######## block 1 ########
`src/rtl/period_meter_if.sv`:
```
// Result/handshake bundle for period_meter.
// The meter drives the measured counts and the valid flag through the master
// modport. The consumer drives start and ready through the slave modport.
interface period_meter_if #(
    parameter int CNT_W = 16
);
    logic             start;
    logic             busy;
    logic [CNT_W-1:0] high_cnt;
    logic [CNT_W-1:0] low_cnt;
    logic [CNT_W:0]   period_cnt;
    logic             timeout;
    logic             valid;
    logic             ready;

    modport master (
        input  start,
        input  ready,
        output busy,
        output high_cnt,
        output low_cnt,
        output period_cnt,
        output timeout,
        output valid
    );

    modport slave (
        output start,
        output ready,
        input  busy,
        input  high_cnt,
        input  low_cnt,
        input  period_cnt,
        input  timeout,
        input  valid
    );
endinterface

```
`src/rtl/period_meter.sv`:
```
// period_meter: measures high time, low time and period of an asynchronous
// single-bit waveform in system-clock cycles. One measurement is taken per
// start request, and the result is handed over on a valid/ready handshake.
//
// Optional build macro PERIOD_METER_GLITCH_FILTER_EN: when it is defined,
// the synchronised level must hold for three consecutive samples before the
// meter sees it, so pulses shorter than three cycles are ignored.
module period_meter #(
    parameter int CNT_W       = 16,
    parameter int SYNC_STAGES = 2
) (
    input  logic           clk,
    input  logic           rst_n,
    input  logic           sig_in,
    period_meter_if.master bus
);

    localparam logic [CNT_W-1:0] CNT_MAX = '1;
    localparam logic [CNT_W-1:0] CNT_ONE = {{(CNT_W-1){1'b0}}, 1'b1};

    typedef enum logic [2:0] {
        S_IDLE,
        S_ARM,
        S_MEAS_HIGH,
        S_MEAS_LOW,
        S_DONE
    } state_t;

    // Zero-extended sum of two counts; the extra bit means it cannot overflow.
    function automatic logic [CNT_W:0] f_period(input logic [CNT_W-1:0] a,
                                                input logic [CNT_W-1:0] b);
        return {1'b0, a} + {1'b0, b};
    endfunction

    // Counter step that holds at all-ones instead of wrapping.
    function automatic logic [CNT_W-1:0] f_inc_sat(input logic [CNT_W-1:0] v);
        return (v == CNT_MAX) ? v : v + CNT_ONE;
    endfunction

    logic [SYNC_STAGES-1:0] r_sync;
    logic                   w_sync_out;
    logic                   w_s;
    logic                   r_s_d;
    logic                   w_rise;
    logic                   w_fall;

    state_t                 r_state;
    state_t                 w_state_nxt;
    logic [CNT_W-1:0]       r_cnt;
    logic [CNT_W-1:0]       w_cnt_nxt;
    logic [CNT_W-1:0]       r_high;
    logic [CNT_W-1:0]       w_high_nxt;
    logic [CNT_W-1:0]       r_low;
    logic [CNT_W-1:0]       w_low_nxt;
    logic [CNT_W:0]         r_period;
    logic [CNT_W:0]         w_period_nxt;
    logic                   r_timeout;
    logic                   w_timeout_nxt;
    logic                   r_valid;
    logic                   w_valid_nxt;

    // Synchroniser chain: sig_in enters bit 0 and the top bit is the clean level.
    always_ff @(posedge clk or negedge rst_n) begin
        if (!rst_n) begin
            r_sync <= '0;
        end else begin
            r_sync <= {r_sync[SYNC_STAGES-2:0], sig_in};
        end
    end

    assign w_sync_out = r_sync[SYNC_STAGES-1];

`ifdef PERIOD_METER_GLITCH_FILTER_EN
    logic [1:0] r_hist;
    logic       r_filt;

    // The filtered level follows the synchroniser once three samples in a row
    // agree. Otherwise it keeps its previous value. It is combinational on the
    // history so that the filter adds only two cycles of delay.
    assign w_s = ((w_sync_out == r_hist[0]) && (w_sync_out == r_hist[1]))
                 ? w_sync_out : r_filt;

    // History of the two previous synchroniser samples and the held filter level.
    always_ff @(posedge clk or negedge rst_n) begin
        if (!rst_n) begin
            r_hist <= '0;
            r_filt <= 1'b0;
        end else begin
            r_hist <= {r_hist[0], w_sync_out};
            r_filt <= w_s;
        end
    end
`else
    assign w_s = w_sync_out;
`endif

    // One-cycle delayed copy of the level, used for edge detection.
    always_ff @(posedge clk or negedge rst_n) begin
        if (!rst_n) begin
            r_s_d <= 1'b0;
        end else begin
            r_s_d <= w_s;
        end
    end

    assign w_rise = w_s & ~r_s_d;
    assign w_fall = ~w_s & r_s_d;

    // State register.
    always_ff @(posedge clk or negedge rst_n) begin
        if (!rst_n) begin
            r_state <= S_IDLE;
        end else begin
            r_state <= w_state_nxt;
        end
    end

    // Next state, counter and result updates. In every branch, cnt already
    // holds the number of cycles spent in the current phase.
    always_comb begin
        w_state_nxt   = r_state;
        w_cnt_nxt     = r_cnt;
        w_high_nxt    = r_high;
        w_low_nxt     = r_low;
        w_period_nxt  = r_period;
        w_timeout_nxt = r_timeout;
        w_valid_nxt   = r_valid;

        unique case (r_state)
            S_IDLE: begin
                if (bus.start) begin
                    w_state_nxt = S_ARM;
                    w_cnt_nxt   = CNT_ONE;
                end
            end

            S_ARM: begin
                if (w_rise) begin
                    w_cnt_nxt   = CNT_ONE;
                    w_state_nxt = S_MEAS_HIGH;
                end else if (r_cnt == CNT_MAX) begin
                    w_high_nxt    = CNT_MAX;
                    w_low_nxt     = CNT_MAX;
                    w_period_nxt  = f_period(CNT_MAX, CNT_MAX);
                    w_timeout_nxt = 1'b1;
                    w_valid_nxt   = 1'b1;
                    w_state_nxt   = S_DONE;
                end else begin
                    w_cnt_nxt = f_inc_sat(r_cnt);
                end
            end

            S_MEAS_HIGH: begin
                if (w_fall) begin
                    w_high_nxt  = r_cnt;
                    w_cnt_nxt   = CNT_ONE;
                    w_state_nxt = S_MEAS_LOW;
                end else if (r_cnt == CNT_MAX) begin
                    w_high_nxt    = CNT_MAX;
                    w_low_nxt     = CNT_MAX;
                    w_period_nxt  = f_period(CNT_MAX, CNT_MAX);
                    w_timeout_nxt = 1'b1;
                    w_valid_nxt   = 1'b1;
                    w_state_nxt   = S_DONE;
                end else begin
                    w_cnt_nxt = f_inc_sat(r_cnt);
                end
            end

            S_MEAS_LOW: begin
                if (w_rise) begin
                    w_low_nxt    = r_cnt;
                    w_period_nxt = f_period(r_high, r_cnt);
                    w_valid_nxt  = 1'b1;
                    w_state_nxt  = S_DONE;
                end else if (r_cnt == CNT_MAX) begin
                    w_low_nxt     = CNT_MAX;
                    w_period_nxt  = f_period(r_high, CNT_MAX);
                    w_timeout_nxt = 1'b1;
                    w_valid_nxt   = 1'b1;
                    w_state_nxt   = S_DONE;
                end else begin
                    w_cnt_nxt = f_inc_sat(r_cnt);
                end
            end

            S_DONE: begin
                // Edges and start are ignored here. The counts stay after the
                // handshake, and only the flags drop.
                if (r_valid && bus.ready) begin
                    w_valid_nxt   = 1'b0;
                    w_timeout_nxt = 1'b0;
                    w_state_nxt   = S_IDLE;
                end
            end

            default: begin
                w_state_nxt = S_IDLE;
            end
        endcase
    end

    // Phase counter and registered result outputs.
    always_ff @(posedge clk or negedge rst_n) begin
        if (!rst_n) begin
            r_cnt     <= '0;
            r_high    <= '0;
            r_low     <= '0;
            r_period  <= '0;
            r_timeout <= 1'b0;
            r_valid   <= 1'b0;
        end else begin
            r_cnt     <= w_cnt_nxt;
            r_high    <= w_high_nxt;
            r_low     <= w_low_nxt;
            r_period  <= w_period_nxt;
            r_timeout <= w_timeout_nxt;
            r_valid   <= w_valid_nxt;
        end
    end

    assign bus.busy       = (r_state != S_IDLE);
    assign bus.high_cnt   = r_high;
    assign bus.low_cnt    = r_low;
    assign bus.period_cnt = r_period;
    assign bus.timeout    = r_timeout;
    assign bus.valid      = r_valid;

endmodule

```
`src/flat_wrapper.sv`:
```
// flat-port wrapper written by rule: the top's interface ports become plain ports
module period_meter_flat 
#(
    parameter int CNT_W       = 16,
    parameter int SYNC_STAGES = 2
)
  (clk, rst_n, sig_in, bus_start, bus_ready, bus_busy, bus_high_cnt, bus_low_cnt, bus_period_cnt, bus_timeout, bus_valid);
  period_meter_if #(.CNT_W(CNT_W)) bus_i ();
  input  logic clk;
  input  logic rst_n;
  input  logic sig_in;
  input wire logic [$bits(bus_i.start)-1:0] bus_start;
  input wire logic [$bits(bus_i.ready)-1:0] bus_ready;
  output wire logic [$bits(bus_i.busy)-1:0] bus_busy;
  output wire logic [$bits(bus_i.high_cnt)-1:0] bus_high_cnt;
  output wire logic [$bits(bus_i.low_cnt)-1:0] bus_low_cnt;
  output wire logic [$bits(bus_i.period_cnt)-1:0] bus_period_cnt;
  output wire logic [$bits(bus_i.timeout)-1:0] bus_timeout;
  output wire logic [$bits(bus_i.valid)-1:0] bus_valid;
  assign bus_i.start = bus_start;
  assign bus_i.ready = bus_ready;
  assign bus_busy = bus_i.busy;
  assign bus_high_cnt = bus_i.high_cnt;
  assign bus_low_cnt = bus_i.low_cnt;
  assign bus_period_cnt = bus_i.period_cnt;
  assign bus_timeout = bus_i.timeout;
  assign bus_valid = bus_i.valid;
  period_meter #(.CNT_W(CNT_W), .SYNC_STAGES(SYNC_STAGES)) u_core (.clk(clk), .rst_n(rst_n), .sig_in(sig_in), .bus(bus_i));
endmodule
```
`config.mk`:
```
export PLATFORM = sky130hd
export DESIGN_NAME = period_meter_flat
export DESIGN_NICKNAME = d
export VERILOG_FILES = /design/src/rtl/period_meter_if.sv /design/src/rtl/period_meter.sv /design/src/flat_wrapper.sv
export SDC_FILE = /design/constraint.sdc
export NUM_CORES = 1
export LEC_CHECK = 0
export ABC_AREA = 1
export CORE_ASPECT_RATIO = 1.1
export CORE_MARGIN = 10
export CORE_UTILIZATION = 56
export DETAILED_ROUTE_END_ITERATION = 8
export PLACE_DENSITY = 0.8
export SYNTH_ARGS = -nofsm -noshare
export SYNTH_HDL_FRONTEND = slang
export SYNTH_SLANG_ARGS = --single-unit
```
`constraint.sdc`:
```
create_clock -name clk -period 3.25 [get_ports clk]
set_input_delay 0.975 -clock clk [delete_from_list [all_inputs] [get_ports clk]]
set_output_delay 0.975 -clock clk [all_outputs]
set_load 0.02 [all_outputs]
```
######## block 2 ########
==> src/rtl/mem_port_arbiter.sv <==
// Arbitrates one single-port data memory between instruction fetch and the MEM stage.
// One transaction at a time: IDLE grants, BUSY waits on mem_ready (or times out), DONE pulses valid.
module mem_port_arbiter #(
    parameter int AW       = 32,
    parameter int DW       = 32,
    parameter int D_STREAK = 3,
    parameter int TIMEOUT  = 64
) (
    input  logic            clk,
    input  logic            rst_n,
    input  logic            if_req,
    input  logic [AW-1:0]   if_addr,
    output logic [DW-1:0]   if_rdata,
    output logic            if_valid,
    input  logic            dm_req,
    input  logic            dm_we,
    input  logic [AW-1:0]   dm_addr,
    input  logic [DW-1:0]   dm_wdata,
    input  logic [DW/8-1:0] dm_be,
    output logic [DW-1:0]   dm_rdata,
    output logic            dm_valid,
    output logic            if_stall,
    output logic            dm_stall,
    output logic [AW-1:0]   mem_addr,
    output logic [DW-1:0]   mem_wdata,
    output logic [DW/8-1:0] mem_be,
    output logic            mem_read,
    output logic            mem_write,
    input  logic [DW-1:0]   mem_rdata,
    input  logic            mem_ready,
    output logic            err,
    output logic [1:0]      fsm_state
);
    // Handshake: a requester holds req (and its address/data) until its valid pulses for one
    // cycle; the memory holds nothing, it completes the current strobe with a one-cycle mem_ready.

    localparam int SW = (D_STREAK > 0) ? $clog2(D_STREAK + 1) : 1;
    localparam int TW = (TIMEOUT > 1) ? $clog2(TIMEOUT) : 1;

    typedef enum logic [1:0] {
        S_IDLE = 2'd0,
        S_BUSY = 2'd1,
        S_DONE = 2'd2
    } state_t;

    state_t        state;
    state_t        state_next;
    logic          owner_dm;
    logic [SW-1:0] streak;
    logic [TW-1:0] tmo_cnt;
    logic          streak_full;
    logic          grant_if;
    logic          grant_dm;
    logic          tmo_hit;

    // MEM wins unless it has starved a waiting fetch D_STREAK times in a row.
    assign streak_full = (streak == SW'(D_STREAK));
    assign grant_if    = if_req & (~dm_req | streak_full);
    assign grant_dm    = dm_req & ~grant_if;
    assign tmo_hit     = (TIMEOUT != 0) && !mem_ready && (tmo_cnt == TW'(TIMEOUT - 1));

    always_ff @(posedge clk or negedge rst_n) begin
        if (!rst_n) begin
            state <= S_IDLE;
        end else begin
            state <= state_next;
        end
    end

    always_comb begin
        state_next = state;
        case (state)
            S_IDLE:  if (if_req || dm_req) state_next = S_BUSY;
            S_BUSY:  if (mem_ready || tmo_hit) state_next = S_DONE;
            S_DONE:  state_next = S_IDLE;
            default: state_next = S_IDLE;
        endcase
    end

    always_comb begin
        if_valid  = (state == S_DONE) && !owner_dm;
        dm_valid  = (state == S_DONE) && owner_dm;
        if_stall  = if_req & ~if_valid;
        dm_stall  = dm_req & ~dm_valid;
        fsm_state = state;
    end

    always_ff @(posedge clk or negedge rst_n) begin
        if (!rst_n) begin
            mem_addr  <= '0;
            mem_wdata <= '0;
            mem_be    <= '0;
            mem_read  <= 1'b0;
            mem_write <= 1'b0;
            owner_dm  <= 1'b0;
            streak    <= '0;
            tmo_cnt   <= '0;
            if_rdata  <= '0;
            dm_rdata  <= '0;
            err       <= 1'b0;
        end else begin
            case (state)
                S_IDLE: begin
                    tmo_cnt <= '0;
                    if (grant_if) begin
                        mem_addr  <= if_addr;
                        mem_wdata <= '0;
                        mem_be    <= '0;
                        mem_read  <= 1'b1;
                        mem_write <= 1'b0;
                        owner_dm  <= 1'b0;
                        streak    <= '0;
                    end else if (grant_dm) begin
                        mem_addr  <= dm_addr;
                        mem_wdata <= dm_wdata;
                        mem_be    <= dm_we ? dm_be : '0;
                        mem_read  <= ~dm_we;
                        mem_write <= dm_we;
                        owner_dm  <= 1'b1;
                        if (!if_req) begin
                            streak <= '0;
                        end else if (!streak_full) begin
                            streak <= streak + SW'(1);
                        end
                    end
                end
                S_BUSY: begin
                    if (mem_ready) begin
                        mem_read  <= 1'b0;
                        mem_write <= 1'b0;
                        // Stores complete without touching the load data register.
                        if (mem_read) begin
                            if (owner_dm) dm_rdata <= mem_rdata;
                            else          if_rdata <= mem_rdata;
                        end
                    end else if (tmo_hit) begin
                        mem_read  <= 1'b0;
                        mem_write <= 1'b0;
                        err       <= 1'b1;
                        if (owner_dm) dm_rdata <= '0;
                        else          if_rdata <= '0;
                    end else begin
                        tmo_cnt <= tmo_cnt + TW'(1);
                    end
                end
                default: ;
            endcase
        end
    end

endmodule

==> config.mk <==
export PLATFORM = sky130hd
export DESIGN_NAME = mem_port_arbiter
export DESIGN_NICKNAME = d
export VERILOG_FILES = /design/src/rtl/mem_port_arbiter.sv
export SDC_FILE = /design/constraint.sdc
export NUM_CORES = 1
export LEC_CHECK = 0
export ABC_AREA = 0
export CORE_AREA = 2 2 132 134
export DETAILED_ROUTE_END_ITERATION = 8
export DIE_AREA = 0 0 134 136
export GPL_ROUTABILITY_DRIVEN = 1
export GPL_TIMING_DRIVEN = 0
export PLACE_DENSITY = 0.7
export SLEW_MARGIN = 20
export SYNTH_ARGS = -nofsm -noshare
export SYNTH_HDL_FRONTEND = slang
export SYNTH_SLANG_ARGS = --single-unit
export TNS_END_PERCENT = 50
==> constraint.sdc <==
create_clock -name clk -period 4.5 [get_ports clk]
set_clock_uncertainty 0.15 [all_clocks]
set_input_delay 0.45 -clock clk [delete_from_list [all_inputs] [get_ports clk]]
set_output_delay 0.45 -clock clk [all_outputs]
set_load 0.05 [all_outputs]
######## block 3 ########
[config.mk]
export PLATFORM = sky130hd
export DESIGN_NAME = pin_cmd_scheduler
export DESIGN_NICKNAME = d
export VERILOG_FILES = /design/src/rtl/pin_sched_pkg.sv /design/src/rtl/pin_cmd_scheduler_cmd_fifo.sv /design/src/rtl/pin_cmd_scheduler.sv
export SDC_FILE = /design/constraint.sdc
export NUM_CORES = 1
export LEC_CHECK = 0
export ABC_CLOCK_PERIOD_IN_PS = 8700
export CORE_MARGIN = 5
export CORE_UTILIZATION = 50
export DETAILED_ROUTE_END_ITERATION = 6
export HOLD_SLACK_MARGIN = 0.06
export PLACE_DENSITY = 0.67
export SYNTH_ARGS = -nofsm -noshare
export SYNTH_HDL_FRONTEND = slang
export SYNTH_HIERARCHICAL = 1
export SYNTH_SLANG_ARGS = --single-unit
[constraint.sdc]
create_clock -name clk -period 8.7 [get_ports clk]
set_input_delay 2.175 -clock clk [delete_from_list [all_inputs] [get_ports clk]]
set_output_delay 2.175 -clock clk [all_outputs]
set_load 0.02 [all_outputs]
[src/rtl/pin_sched_pkg.sv]
// Shared definitions for the pin command scheduler: register map,
// command type encodings, scheduler states and command word sizing.
package pin_sched_pkg;

  // Register offsets from the block's EBI base word address
  localparam logic [3:0] REG_CTRL     = 4'd0;
  localparam logic [3:0] REG_STATUS   = 4'd1;
  localparam logic [3:0] REG_CMD_PIN  = 4'd2;
  localparam logic [3:0] REG_CMD_TYPE = 4'd3;
  localparam logic [3:0] REG_START_LO = 4'd4;
  localparam logic [3:0] REG_START_HI = 4'd5;
  localparam logic [3:0] REG_DATA_LO  = 4'd6;
  localparam logic [3:0] REG_DATA_HI  = 4'd7;
  localparam logic [3:0] REG_COMMIT   = 4'd8;
  localparam logic [3:0] REG_TIME_LO  = 4'd9;
  localparam logic [3:0] REG_TIME_HI  = 4'd10;
  localparam int         REG_LAST     = 10;

  // CTRL bits
  localparam int CTRL_RUN_BIT   = 0;
  localparam int CTRL_CLR_BIT   = 1;
  localparam int CTRL_FLUSH_BIT = 2;

  // STATUS bits
  localparam int STAT_EMPTY_BIT = 8;
  localparam int STAT_FULL_BIT  = 9;
  localparam int STAT_OVF_BIT   = 10;

  typedef enum logic [1:0] {
    CMD_NOP        = 2'd0,
    CMD_SET_PERIOD = 2'd1,
    CMD_SET_DUTY   = 2'd2,
    CMD_SET_ENABLE = 2'd3
  } cmd_type_e;

  typedef enum logic [1:0] {
    ST_IDLE  = 2'd0,
    ST_WAIT  = 2'd1,
    ST_ISSUE = 2'd2
  } sched_state_e;

  // Command word: pin index, type, 32-bit start time, 32-bit payload
  function automatic int cmd_width(input int pin_w);
    return pin_w + 2 + 64;
  endfunction

endpackage

[src/rtl/pin_cmd_scheduler_cmd_fifo.sv]
// Synchronous first-word-fall-through FIFO with flush. Pushes into a full
// FIFO are dropped; flush wins over push and pop in the same cycle.
module cmd_fifo #(
  parameter int W     = 8,
  parameter int DEPTH = 16
) (
  input  logic                     clk,
  input  logic                     rst_n,
  input  logic                     push,
  input  logic [W-1:0]             push_data,
  input  logic                     pop,
  output logic [W-1:0]             pop_data,
  input  logic                     flush,
  output logic [$clog2(DEPTH):0]   count,
  output logic                     full,
  output logic                     empty
);
  localparam int AW    = $clog2(DEPTH);
  localparam int CNT_W = AW + 1;

  logic [W-1:0]  mem [DEPTH];
  logic [AW-1:0] wr_ptr, rd_ptr;
  logic          do_push, do_pop;

  assign full     = (count == CNT_W'(DEPTH));
  assign empty    = (count == '0);
  assign do_push  = push & ~full & ~flush;
  assign do_pop   = pop & ~empty & ~flush;
  assign pop_data = mem[rd_ptr];

  // Storage array, written only on an accepted push
  always_ff @(posedge clk) begin
    if (do_push) mem[wr_ptr] <= push_data;
  end

  // Pointers and occupancy; flush resets them in one cycle
  always_ff @(posedge clk or negedge rst_n) begin
    if (!rst_n) begin
      wr_ptr <= '0;
      rd_ptr <= '0;
      count  <= '0;
    end else if (flush) begin
      wr_ptr <= '0;
      rd_ptr <= '0;
      count  <= '0;
    end else begin
      if (do_push) wr_ptr <= wr_ptr + AW'(1);
      if (do_pop)  rd_ptr <= rd_ptr + AW'(1);
      case ({do_push, do_pop})
        2'b10:   count <= count + CNT_W'(1);
        2'b01:   count <= count - CNT_W'(1);
        default: count <= count;
      endcase
    end
  end

endmodule

[src/rtl/pin_cmd_scheduler.sv]
// EBI-mapped timestamped command scheduler. Host stages a command in
// registers, commits it into an in-order FIFO, and the scheduler releases
// each command to its pin channel once the global timer reaches its start.
module pin_cmd_scheduler
  import pin_sched_pkg::*;
#(
  parameter int          NUM_PINS   = 8,
  parameter int          FIFO_DEPTH = 16,
  parameter logic [20:0] BASE_ADDR  = 21'h000100,
  parameter int          PIN_W      = $clog2(NUM_PINS)
) (
  input  logic                clk,
  input  logic                reset,
  input  logic [20:0]         ebi_addr,
  input  logic [15:0]         ebi_data_in,
  output logic [15:0]         ebi_data_out,
  output logic                ebi_data_oe,
  input  logic                ebi_wr,
  input  logic                ebi_rd,
  input  logic                ebi_cs,
  output logic [NUM_PINS-1:0] pin_cfg_valid,
  output logic [1:0]          pin_cfg_type,
  output logic [31:0]         pin_cfg_data,
  input  logic [NUM_PINS-1:0] pin_cfg_ready,
  output logic                irq_overflow
);
  localparam int CMD_W = cmd_width(PIN_W);
  localparam int CNT_W = $clog2(FIFO_DEPTH) + 1;

  typedef struct packed {
    logic [PIN_W-1:0] pin;
    logic [1:0]       typ;
    logic [31:0]      start;
    logic [31:0]      data;
  } cmd_t;

  // ---------------- EBI decode ----------------
  logic [20:0] addr_off;
  logic [3:0]  off;
  logic        in_range;
  logic        wr_q, rd_q, wr_ev, rd_ev;
  logic        ctrl_wr, timer_clr, flush, commit;

  assign addr_off  = ebi_addr - BASE_ADDR;
  assign in_range  = (ebi_addr >= BASE_ADDR) && (addr_off <= 21'(REG_LAST));
  assign off       = addr_off[3:0];
  assign wr_ev     = ebi_cs & ebi_wr & ~wr_q & in_range;
  assign rd_ev     = ebi_cs & ebi_rd & ~rd_q & in_range;
  assign ctrl_wr   = wr_ev && (off == REG_CTRL);
  assign timer_clr = ctrl_wr & ebi_data_in[CTRL_CLR_BIT];
  assign flush     = ctrl_wr & ebi_data_in[CTRL_FLUSH_BIT];
  assign commit    = wr_ev && (off == REG_COMMIT);

  // Strobe history so a held strobe produces a single access
  always_ff @(posedge clk or negedge reset) begin
    if (!reset) begin
      wr_q <= 1'b0;
      rd_q <= 1'b0;
    end else begin
      wr_q <= ebi_cs & ebi_wr;
      rd_q <= ebi_cs & ebi_rd;
    end
  end

  // ---------------- Host registers ----------------
  logic             run_q, ovf_q;
  logic [PIN_W-1:0] cmd_pin_q;
  logic [1:0]       cmd_type_q;
  logic [31:0]      start_q, data_q;

  // Staging registers; they survive a commit so the host can reuse fields
  always_ff @(posedge clk or negedge reset) begin
    if (!reset) begin
      run_q      <= 1'b0;
      cmd_pin_q  <= '0;
      cmd_type_q <= '0;
      start_q    <= '0;
      data_q     <= '0;
    end else if (wr_ev) begin
      case (off)
        REG_CTRL:     run_q          <= ebi_data_in[CTRL_RUN_BIT];
        REG_CMD_PIN:  cmd_pin_q      <= ebi_data_in[PIN_W-1:0];
        REG_CMD_TYPE: cmd_type_q     <= ebi_data_in[1:0];
        REG_START_LO: start_q[15:0]  <= ebi_data_in;
        REG_START_HI: start_q[31:16] <= ebi_data_in;
        REG_DATA_LO:  data_q[15:0]   <= ebi_data_in;
        REG_DATA_HI:  data_q[31:16]  <= ebi_data_in;
        default: ;
      endcase
    end
  end

  // ---------------- Timer ----------------
  logic [31:0] timer_q;

  // Free-running while run is set; clear beats increment
  always_ff @(posedge clk or negedge reset) begin
    if (!reset)         timer_q <= '0;
    else if (timer_clr) timer_q <= '0;
    else if (run_q)     timer_q <= timer_q + 32'd1;
  end

  // ---------------- FIFO ----------------
  cmd_t             push_cmd;
  logic [CMD_W-1:0] head_cmd;
  logic [CNT_W-1:0] fifo_count;
  logic             fifo_full, fifo_empty, fifo_pop;

  assign push_cmd = '{pin: cmd_pin_q, typ: cmd_type_q, start: start_q, data: data_q};

  cmd_fifo #(
    .W     (CMD_W),
    .DEPTH (FIFO_DEPTH)
  ) u_fifo (
    .clk       (clk),
    .rst_n     (reset),
    .push      (commit),
    .push_data (push_cmd),
    .pop       (fifo_pop),
    .pop_data  (head_cmd),
    .flush     (flush),
    .count     (fifo_count),
    .full      (fifo_full),
    .empty     (fifo_empty)
  );

  // Sticky overflow on a dropped commit; host clears by writing STATUS bit10
  always_ff @(posedge clk or negedge reset) begin
    if (!reset)
      ovf_q <= 1'b0;
    else if (commit && fifo_full && !flush)
      ovf_q <= 1'b1;
    else if (wr_ev && (off == REG_STATUS) && ebi_data_in[STAT_OVF_BIT])
      ovf_q <= 1'b0;
  end

  assign irq_overflow = ovf_q;

  // ---------------- Scheduler ----------------
  sched_state_e state_q, state_d;
  cmd_t         stg_q;

  // Scheduler state register
  always_ff @(posedge clk or negedge reset) begin
    if (!reset) state_q <= ST_IDLE;
    else        state_q <= state_d;
  end

  // Head-of-line command, captured when the scheduler pops the FIFO
  always_ff @(posedge clk or negedge reset) begin
    if (!reset)        stg_q <= '0;
    else if (fifo_pop) stg_q <= head_cmd;
  end

  // Next state, FIFO pop and one-hot valid; an issued command is never
  // abandoned, only a pending one can be flushed
  always_comb begin
    state_d       = state_q;
    fifo_pop      = 1'b0;
    pin_cfg_valid = '0;
    case (state_q)
      ST_IDLE: begin
        if (run_q && !fifo_empty && !flush) begin
          fifo_pop = 1'b1;
          state_d  = ST_WAIT;
        end
      end
      ST_WAIT: begin
        if (flush)                              state_d = ST_IDLE;
        else if (run_q && timer_q >= stg_q.start) state_d = ST_ISSUE;
      end
      ST_ISSUE: begin
        pin_cfg_valid[stg_q.pin] = 1'b1;
        if (pin_cfg_ready[stg_q.pin]) state_d = ST_IDLE;
      end
      default: state_d = ST_IDLE;
    endcase
  end

  assign pin_cfg_type = stg_q.typ;
  assign pin_cfg_data = stg_q.data;

  // ---------------- Read path ----------------
  logic [15:0] status_w, rd_mux, time_hi_snap;

  // STATUS word assembly
  always_comb begin
    status_w                 = '0;
    status_w[5:0]            = 6'(fifo_count);
    status_w[STAT_EMPTY_BIT] = fifo_empty;
    status_w[STAT_FULL_BIT]  = fifo_full;
    status_w[STAT_OVF_BIT]   = ovf_q;
    status_w[13:12]          = state_q;
  end

  // Readback multiplexer
  always_comb begin
    rd_mux = '0;
    case (off)
      REG_CTRL:     rd_mux[CTRL_RUN_BIT] = run_q;
      REG_STATUS:   rd_mux = status_w;
      REG_CMD_PIN:  rd_mux = 16'(cmd_pin_q);
      REG_CMD_TYPE: rd_mux = 16'(cmd_type_q);
      REG_START_LO: rd_mux = start_q[15:0];
      REG_START_HI: rd_mux = start_q[31:16];
      REG_DATA_LO:  rd_mux = data_q[15:0];
      REG_DATA_HI:  rd_mux = data_q[31:16];
      REG_TIME_LO:  rd_mux = timer_q[15:0];
      REG_TIME_HI:  rd_mux = time_hi_snap;
      default:      rd_mux = '0;
    endcase
  end

  // Registered read data; TIME_LO also freezes the upper half so the
  // following TIME_HI read forms a coherent 32-bit value
  always_ff @(posedge clk or negedge reset) begin
    if (!reset) begin
      ebi_data_out <= '0;
      time_hi_snap <= '0;
    end else if (rd_ev) begin
      ebi_data_out <= rd_mux;
      if (off == REG_TIME_LO) time_hi_snap <= timer_q[31:16];
    end
  end

  // Drive enable rises with the read data and drops once the strobe ends
  always_ff @(posedge clk or negedge reset) begin
    if (!reset)                 ebi_data_oe <= 1'b0;
    else if (rd_ev)             ebi_data_oe <= 1'b1;
    else if (!(ebi_cs && ebi_rd)) ebi_data_oe <= 1'b0;
  end

endmodule

######## block 4 ########
$ cat config.mk
export PLATFORM = sky130hd
export DESIGN_NAME = reg_file_mp
export DESIGN_NICKNAME = d
export VERILOG_FILES = /design/src/rtl/reg_file_mp_pkg.sv /design/src/rtl/reg_file_mp_scoreboard.sv /design/src/rtl/reg_file_mp.sv
export SDC_FILE = /design/constraint.sdc
export NUM_CORES = 2
export LEC_CHECK = 0
export ABC_AREA = 1
export CAP_MARGIN = 20
export CORE_ASPECT_RATIO = 1.4
export CORE_UTILIZATION = 30
export DETAILED_ROUTE_END_ITERATION = 12
export DONT_BUFFER_PORTS = 1
export GPL_ROUTABILITY_DRIVEN = 0
export PLACE_DENSITY = 0.46
export SYNTH_ARGS = -nofsm -noshare
export SYNTH_HDL_FRONTEND = slang
export SYNTH_SLANG_ARGS = --single-unit
$ cat constraint.sdc
create_clock -name clk -period 3.4 [get_ports clk]
set_input_delay 0.68 -clock clk [delete_from_list [all_inputs] [get_ports clk]]
set_output_delay 0.68 -clock clk [all_outputs]
set_load 0.01 [all_outputs]
$ cat src/rtl/reg_file_mp_pkg.sv
// Shared RV32 register-file constants: default widths and the hardwired zero register index.
package reg_file_mp_pkg;

    localparam int XLEN_DEF  = 32;
    localparam int NREGS_DEF = 32;
    localparam int AW_DEF    = $clog2(NREGS_DEF);
    localparam int REG_ZERO  = 0;

endpackage

$ cat src/rtl/reg_file_mp_scoreboard.sv
// Per-register busy scoreboard: writes clear, reservations set (set wins), NRD lookup ports.
module reg_scoreboard
    import reg_file_mp_pkg::*;
#(
    parameter int NREGS    = NREGS_DEF,
    parameter int AW       = $clog2(NREGS),
    parameter int NRD      = 2,
    parameter int NWR      = 2,
    parameter bit ZERO_REG = 1'b1
) (
    input  logic              clk,
    input  logic              rst_n,
    input  logic [NWR-1:0]    wr_en,
    input  logic [NWR*AW-1:0] wr_addr,
    input  logic              rsv_en,
    input  logic [AW-1:0]     rsv_addr,
    input  logic [NRD*AW-1:0] rd_addr,
    output logic [NRD-1:0]    rd_busy,
    output logic [NREGS-1:0]  busy_vec
);

    logic [NREGS-1:0] busy_q;
    logic [NREGS-1:0] busy_nxt;

    // NOTE: every always_comb output starts from a default so no path leaves it unassigned (no latch).
    always_comb begin
        busy_nxt = busy_q;
        for (int w = 0; w < NWR; w++) begin
            if (wr_en[w]) busy_nxt[wr_addr[w*AW +: AW]] = 1'b0;
        end
        // A new producer supersedes the one completing in the same cycle.
        if (rsv_en) busy_nxt[rsv_addr] = 1'b1;
        if (ZERO_REG) busy_nxt[REG_ZERO] = 1'b0;
    end

    // NOTE: sequential state uses non-blocking assignments so all flops update from pre-edge values.
    always_ff @(posedge clk or negedge rst_n) begin
        if (!rst_n) busy_q <= '0;
        else        busy_q <= busy_nxt;
    end

    always_comb begin
        for (int i = 0; i < NRD; i++) begin
            rd_busy[i] = busy_q[rd_addr[i*AW +: AW]];
        end
    end

    assign busy_vec = busy_q;

endmodule

$ cat src/rtl/reg_file_mp.sv
// Multi-port integer register file with write collision resolution, optional bypass and busy scoreboard.
module reg_file_mp
    import reg_file_mp_pkg::*;
#(
    parameter int XLEN     = XLEN_DEF,
    parameter int NREGS    = NREGS_DEF,
    parameter int AW       = $clog2(NREGS),
    parameter int NRD      = 2,
    parameter int NWR      = 2,
    parameter bit BYPASS   = 1'b1,
    parameter bit ZERO_REG = 1'b1
) (
    input  logic                clk,
    input  logic                rst_n,
    input  logic [NRD*AW-1:0]   rd_addr,
    output logic [NRD*XLEN-1:0] rd_data,
    output logic [NRD-1:0]      rd_busy,
    input  logic [NWR-1:0]      wr_en,
    input  logic [NWR*AW-1:0]   wr_addr,
    input  logic [NWR*XLEN-1:0] wr_data,
    input  logic                rsv_en,
    input  logic [AW-1:0]       rsv_addr,
    output logic [NREGS-1:0]    busy_vec
);

    logic [XLEN-1:0]  regs [NREGS];
    logic [XLEN-1:0]  wd   [NREGS];
    logic [NREGS-1:0] we;
    logic [NRD-1:0]   byp_hit;
    logic [NRD-1:0]   sb_busy;

    // Per-register write select; later (higher-index) ports override earlier ones on collision.
    always_comb begin
        for (int r = 0; r < NREGS; r++) begin
            we[r] = 1'b0;
            wd[r] = '0;
            for (int w = 0; w < NWR; w++) begin
                if (wr_en[w] && wr_addr[w*AW +: AW] == AW'(r)) begin
                    we[r] = 1'b1;
                    wd[r] = wr_data[w*XLEN +: XLEN];
                end
            end
            if (ZERO_REG && r == REG_ZERO) we[r] = 1'b0;
        end
    end

    // NOTE: storage is a reset flop array rather than a RAM, since every register must clear asynchronously.
    always_ff @(posedge clk or negedge rst_n) begin
        if (!rst_n) begin
            for (int r = 0; r < NREGS; r++) regs[r] <= '0;
        end else begin
            for (int r = 0; r < NREGS; r++) begin
                if (we[r]) regs[r] <= wd[r];
            end
        end
    end

    // Bypass is suppressed while reset is asserted so reads show the cleared state.
    always_comb begin
        for (int i = 0; i < NRD; i++) begin
            logic [AW-1:0]   ra;
            logic [XLEN-1:0] data;
            logic            hit;
            ra   = rd_addr[i*AW +: AW];
            data = regs[ra];
            hit  = 1'b0;
            for (int w = 0; w < NWR; w++) begin
                if (BYPASS && rst_n && wr_en[w] && wr_addr[w*AW +: AW] == ra) begin
                    hit  = 1'b1;
                    data = wr_data[w*XLEN +: XLEN];
                end
            end
            if (ZERO_REG && ra == AW'(REG_ZERO)) begin
                hit  = 1'b0;
                data = '0;
            end
            rd_data[i*XLEN +: XLEN] = data;
            byp_hit[i]              = hit;
        end
    end

    reg_scoreboard #(
        .NREGS    (NREGS),
        .AW       (AW),
        .NRD      (NRD),
        .NWR      (NWR),
        .ZERO_REG (ZERO_REG)
    ) u_scoreboard (
        .clk      (clk),
        .rst_n    (rst_n),
        .wr_en    (wr_en),
        .wr_addr  (wr_addr),
        .rsv_en   (rsv_en),
        .rsv_addr (rsv_addr),
        .rd_addr  (rd_addr),
        .rd_busy  (sb_busy),
        .busy_vec (busy_vec)
    );

    assign rd_busy = sb_busy & ~byp_hit;

endmodule

**Block 1: clock distribution**

Scale: 4 px per um.
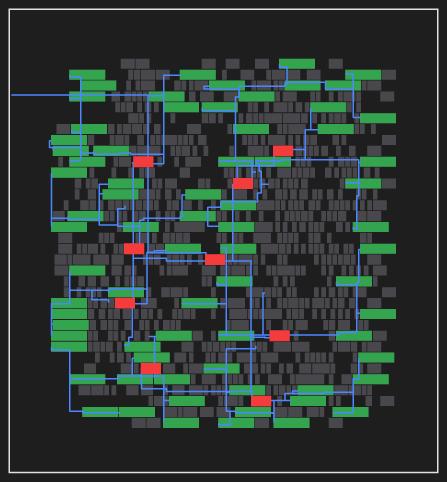
Key: red = clock drivers [count 9]; green = flip-flops [count 73]; blue = clock wires [length 1050 um]
There are 10 routed clock nets. Position of the flops: spread over the die.
clk latency of the worst-skew pair: 360 ps
Power Clock: 617 uW

==> impl_metrics.yaml, block 1 <==
# flow metrics
clock_tree:
  cts-root-buf: "clkbuf_8"
  cts_setup_buffers: 0
  clk_pin_slew_worst_paths_ps: 70
yosys:
  top_cells_by_count: "nand2_1, inv_1, dfrtp_1"
  yosysWarnings: 0
floorplan:
  core.rowCount: 34
final_layout:
  logic_gates: 439
  antenna_cells: 0
  lay_top_cells: "nand2_1, inv_1, dfrtp_1, nor2_1, clkdlybuf4s50_1"
  drive_above_1_share: 0.102
  instances_no_fill: 817
global_route:
  grt_pass1_wl_mm: 20.7
  grt_max_degree: 29
  antenna_found_initial: 0
  use_met2: 0.356
status:
  status: "complete, no violations"
critical_path:
  max_stage_delay_ps: 600
  r2r_cells: 16
sta:
  fin_hold_ws_ps: 360
place:
  placed_area_mm2: 0.00528
power_and_ir_drop:
  netSwitchingFraction: 0.237
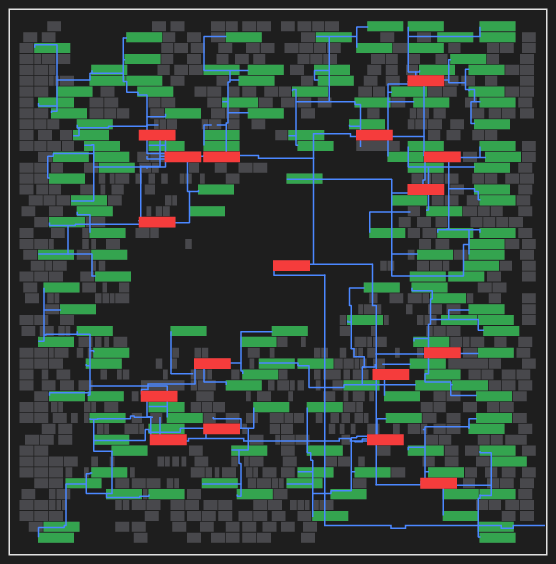
**Above:** block 2 (clock distribution).
Scale: 4 px per um.
Key: green = flip-flops [count 146]; blue = clock wires [length 1950 um]; red = clock drivers [count 17]
Position of the flops: spread over the die. There are 18 routed clock nets.
Power Clock: 1400 uW
clk latency of the worst-skew pair: 420 ps
Clk pwr share: 0.168

==> impl_metrics.yaml, block 2 <==
# flow metrics
critical_path:
  cp.depth: 3
  critical_path_buf_inv_count: 2
  r2r_start: "tmo_cnt[0]$_DFFE_PN0P_"
  critPathMaxFanout: 10
  critPathTopFamily: "buffers and inverters"
sta:
  finalSetupViolations: 0
  drv_slew: 0
  hold_violations: 0
  finalClockPeriodUsage: 0.643
  rsz0062_at_grt: "no"
run:
  tool_warnings: 26
detailed_routing:
  vias: 5050
  detail-route-antenna-nets: 0
  drc: 0
place:
  port_buffers: 278
power_and_ir_drop:
  leakage_uw: 0.00433
clock_tree:
  cts_setup_buffers: 0
  cts-root-buf: "clkbuf_16"
yosys:
  synthMuxAreaShare: 0.0554
  avgSynthCellArea_um2: 12.6
  netlist_logic_family_top: "AND-OR/OR-AND gates"
  yosys.area_share.adder: 0.00433
status:
  status: "complete, no violations"
final_layout:
  comb_area_mm2: 0.00192
  clock_tree_area_fraction: 0.0618
  fin_area_mm2: 0.00948
  seq_area_frac: 0.386
  antenna_cells: 0
floorplan:
  n_tap_cell: 225
  core_area_mm2: 0.0169
worst_hold_path:
  hold_class: "reg2reg"
**Block 4: the metal 2 layer**

Scale: 1 px per um.
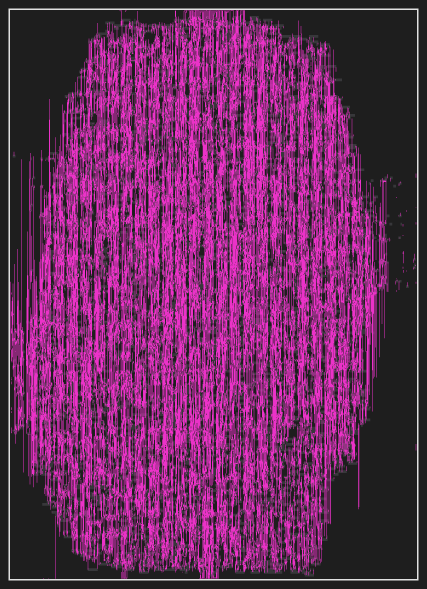
The longest straight run is 179 um. The layer holds 43% of the routed length. The layer carries 184 mm of wire.

==> impl_metrics.yaml, block 4 <==
# flow metrics
status:
  status: "complete, but fails checks"
  violations: "setup timing"
clock_tree:
  cts_buffers: 114
  cts_hold_buf: 4
final_layout:
  drive_above_1_share: 0.0798
  n_all_buffers: 441
  seq_cell_count: 1023
  fin_area_mm2: 0.0774
  largest_reg_flops: 992
  comb_share: 0.452
  antenna_cells: 23
power_and_ir_drop:
  clock_power_uw: 13300
  clkPwrFrac: 0.315
critical_path:
  crit_path_cell_trace: "inv_12, buf_4, nand3_1, nand3_1, nand3_1, nand3_1, nand3_1, a21oi_1, buf_4, buf_4"
  cp.depth: 10
  worstSetupEndpointType: "output port"
  critical_path_buf_inv_count: 4
  r2r_cells: 2
  r2r_slack_ps: 2530
place:
  port_buffers: 0
sta:
  slew_headroom: 0.135
  fin_ws_ps: -72.6
  finalSetupViolations: 14
yosys:
  top_cell_area_share: 0.371
  synthMuxAreaShare: 0
detailed_routing:
  wl_met3_mm: 50.4
  met1_length_mm: 158
  top_layer: "met5"
global_route:
  grtUsageMet1: 0.439
worst_hold_path:
  hold_class: "in2async"
floorplan:
  core_area_mm2: 0.228
**Block 3: the clock network**

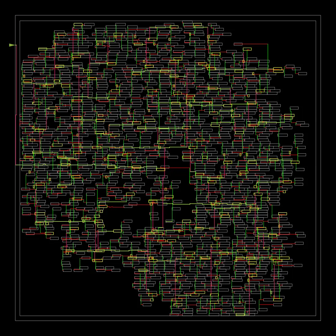
Power Clock: 5650 uW
clk latency of the worst-skew pair: 740 ps
Clock Skew: 32.2 ps
CTS Buf Count: 134
flip-flops: 1326

==> impl_metrics.yaml, block 3 <==
# flow metrics
status:
  status: "complete, no violations"
global_route:
  grt_pass1_wl_mm: 196
  grt_pass1_vias: 28835
detailed_routing:
  drtIter0Drc: 2973
  met1_length_mm: 53.9
  avgViaCountPerCell: 6.18
  first_pass_iters: 6
  totalWireLength_mm: 134
sta:
  period_minus_slack_ps: 6860
  drv_slew: 0
place:
  place_ws_ps: 1160
clock_tree:
  clock_path_buffers: 3
power_and_ir_drop:
  maxPowerGroup: "sequential cells"
yosys:
  yosysWarnings: 6
  synth.cellmix.compoundShare: 0.0585
  fp_nets: 3146
critical_path:
  r2r_slack_ps: 4940
  cp.required_ps: 9080
  crit_end: "u_fifo/mem[10][10]$_DFFE_PP_"
final_layout:
  regArea_mm2: 0.0387
  instances_no_fill: 4666
worst_hold_path:
  min_to: "ebi_data_out[15]$_DFFE_PN0P_"
floorplan:
  core.rowCount: 120

## Gallery

Pin map.
image #1
Pins as bars across the die edge, other pins in grey.
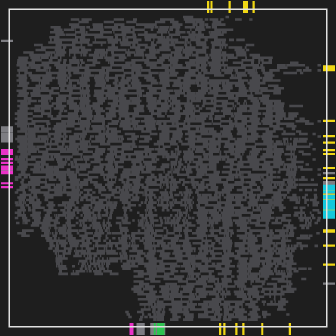
image #2
Scale: 2 px per um. Pins as bars across the die edge, other pins in grey.
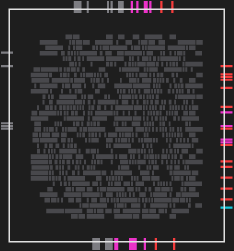
image #3
Scale: 0.5 px per um. Pins as bars across the die edge, other pins in grey.
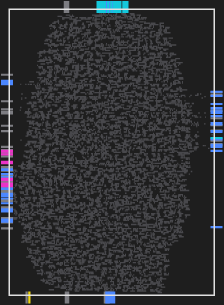
image #4
Scale: 2 px per um. Pins as bars across the die edge, other pins in grey.
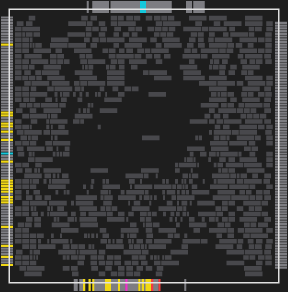
image #2 -> block 1
image #3 -> block 4
image #4 -> block 2
image #1 -> block 3



## Gallery

Cells coloured by class.
picture 1
Scale: 1 px per um. Fill, decap, tap and diode cells in grey.
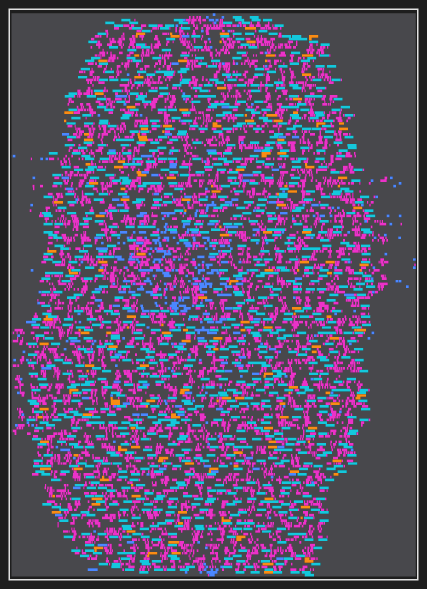
picture 2
Scale: 3 px per um. Fill, decap, tap and diode cells in grey.
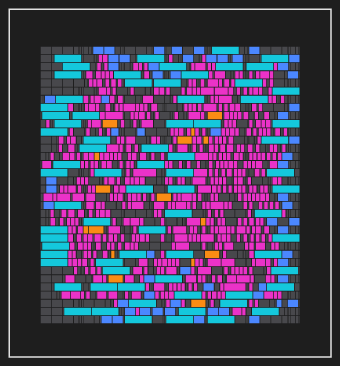
picture 3
Scale: 1 px per um. Fill, decap, tap and diode cells in grey.
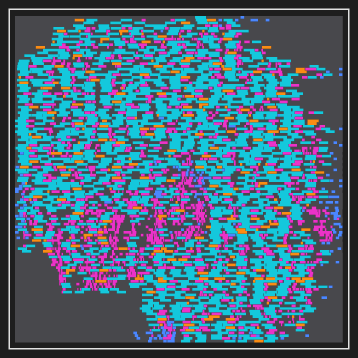
picture 4
Scale: 3 px per um. Fill, decap, tap and diode cells in grey.
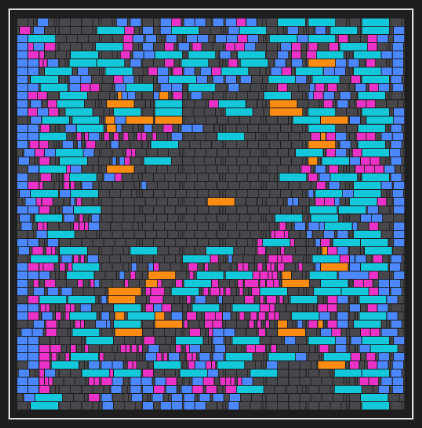
Of these, most cells: picture 1
Of these, highest utilization: picture 2
- picture 2 = block 1
- picture 3 = block 3
- picture 1 = block 4
- picture 4 = block 2


==> screenshots <==
The metal 2 layer.
shot_01.png
Scale: 3 px per um.
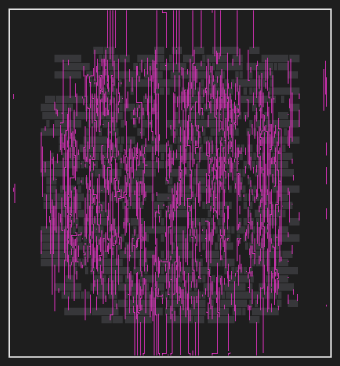
shot_02.png
Scale: 3 px per um.
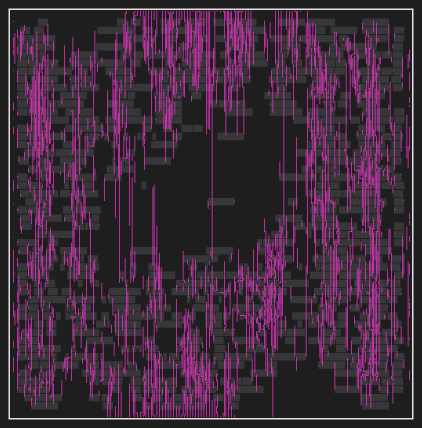
shot_03.png
Scale: 1 px per um.
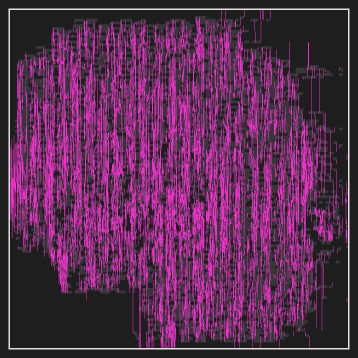
shot_03.png -> block 3
shot_02.png -> block 2
shot_01.png -> block 1

Key to shot_01.png:
The longest straight run is 67.3 um. The wires run mostly vertical. 564 nets have wire on it.

Power and IR drop assume default switching activity.
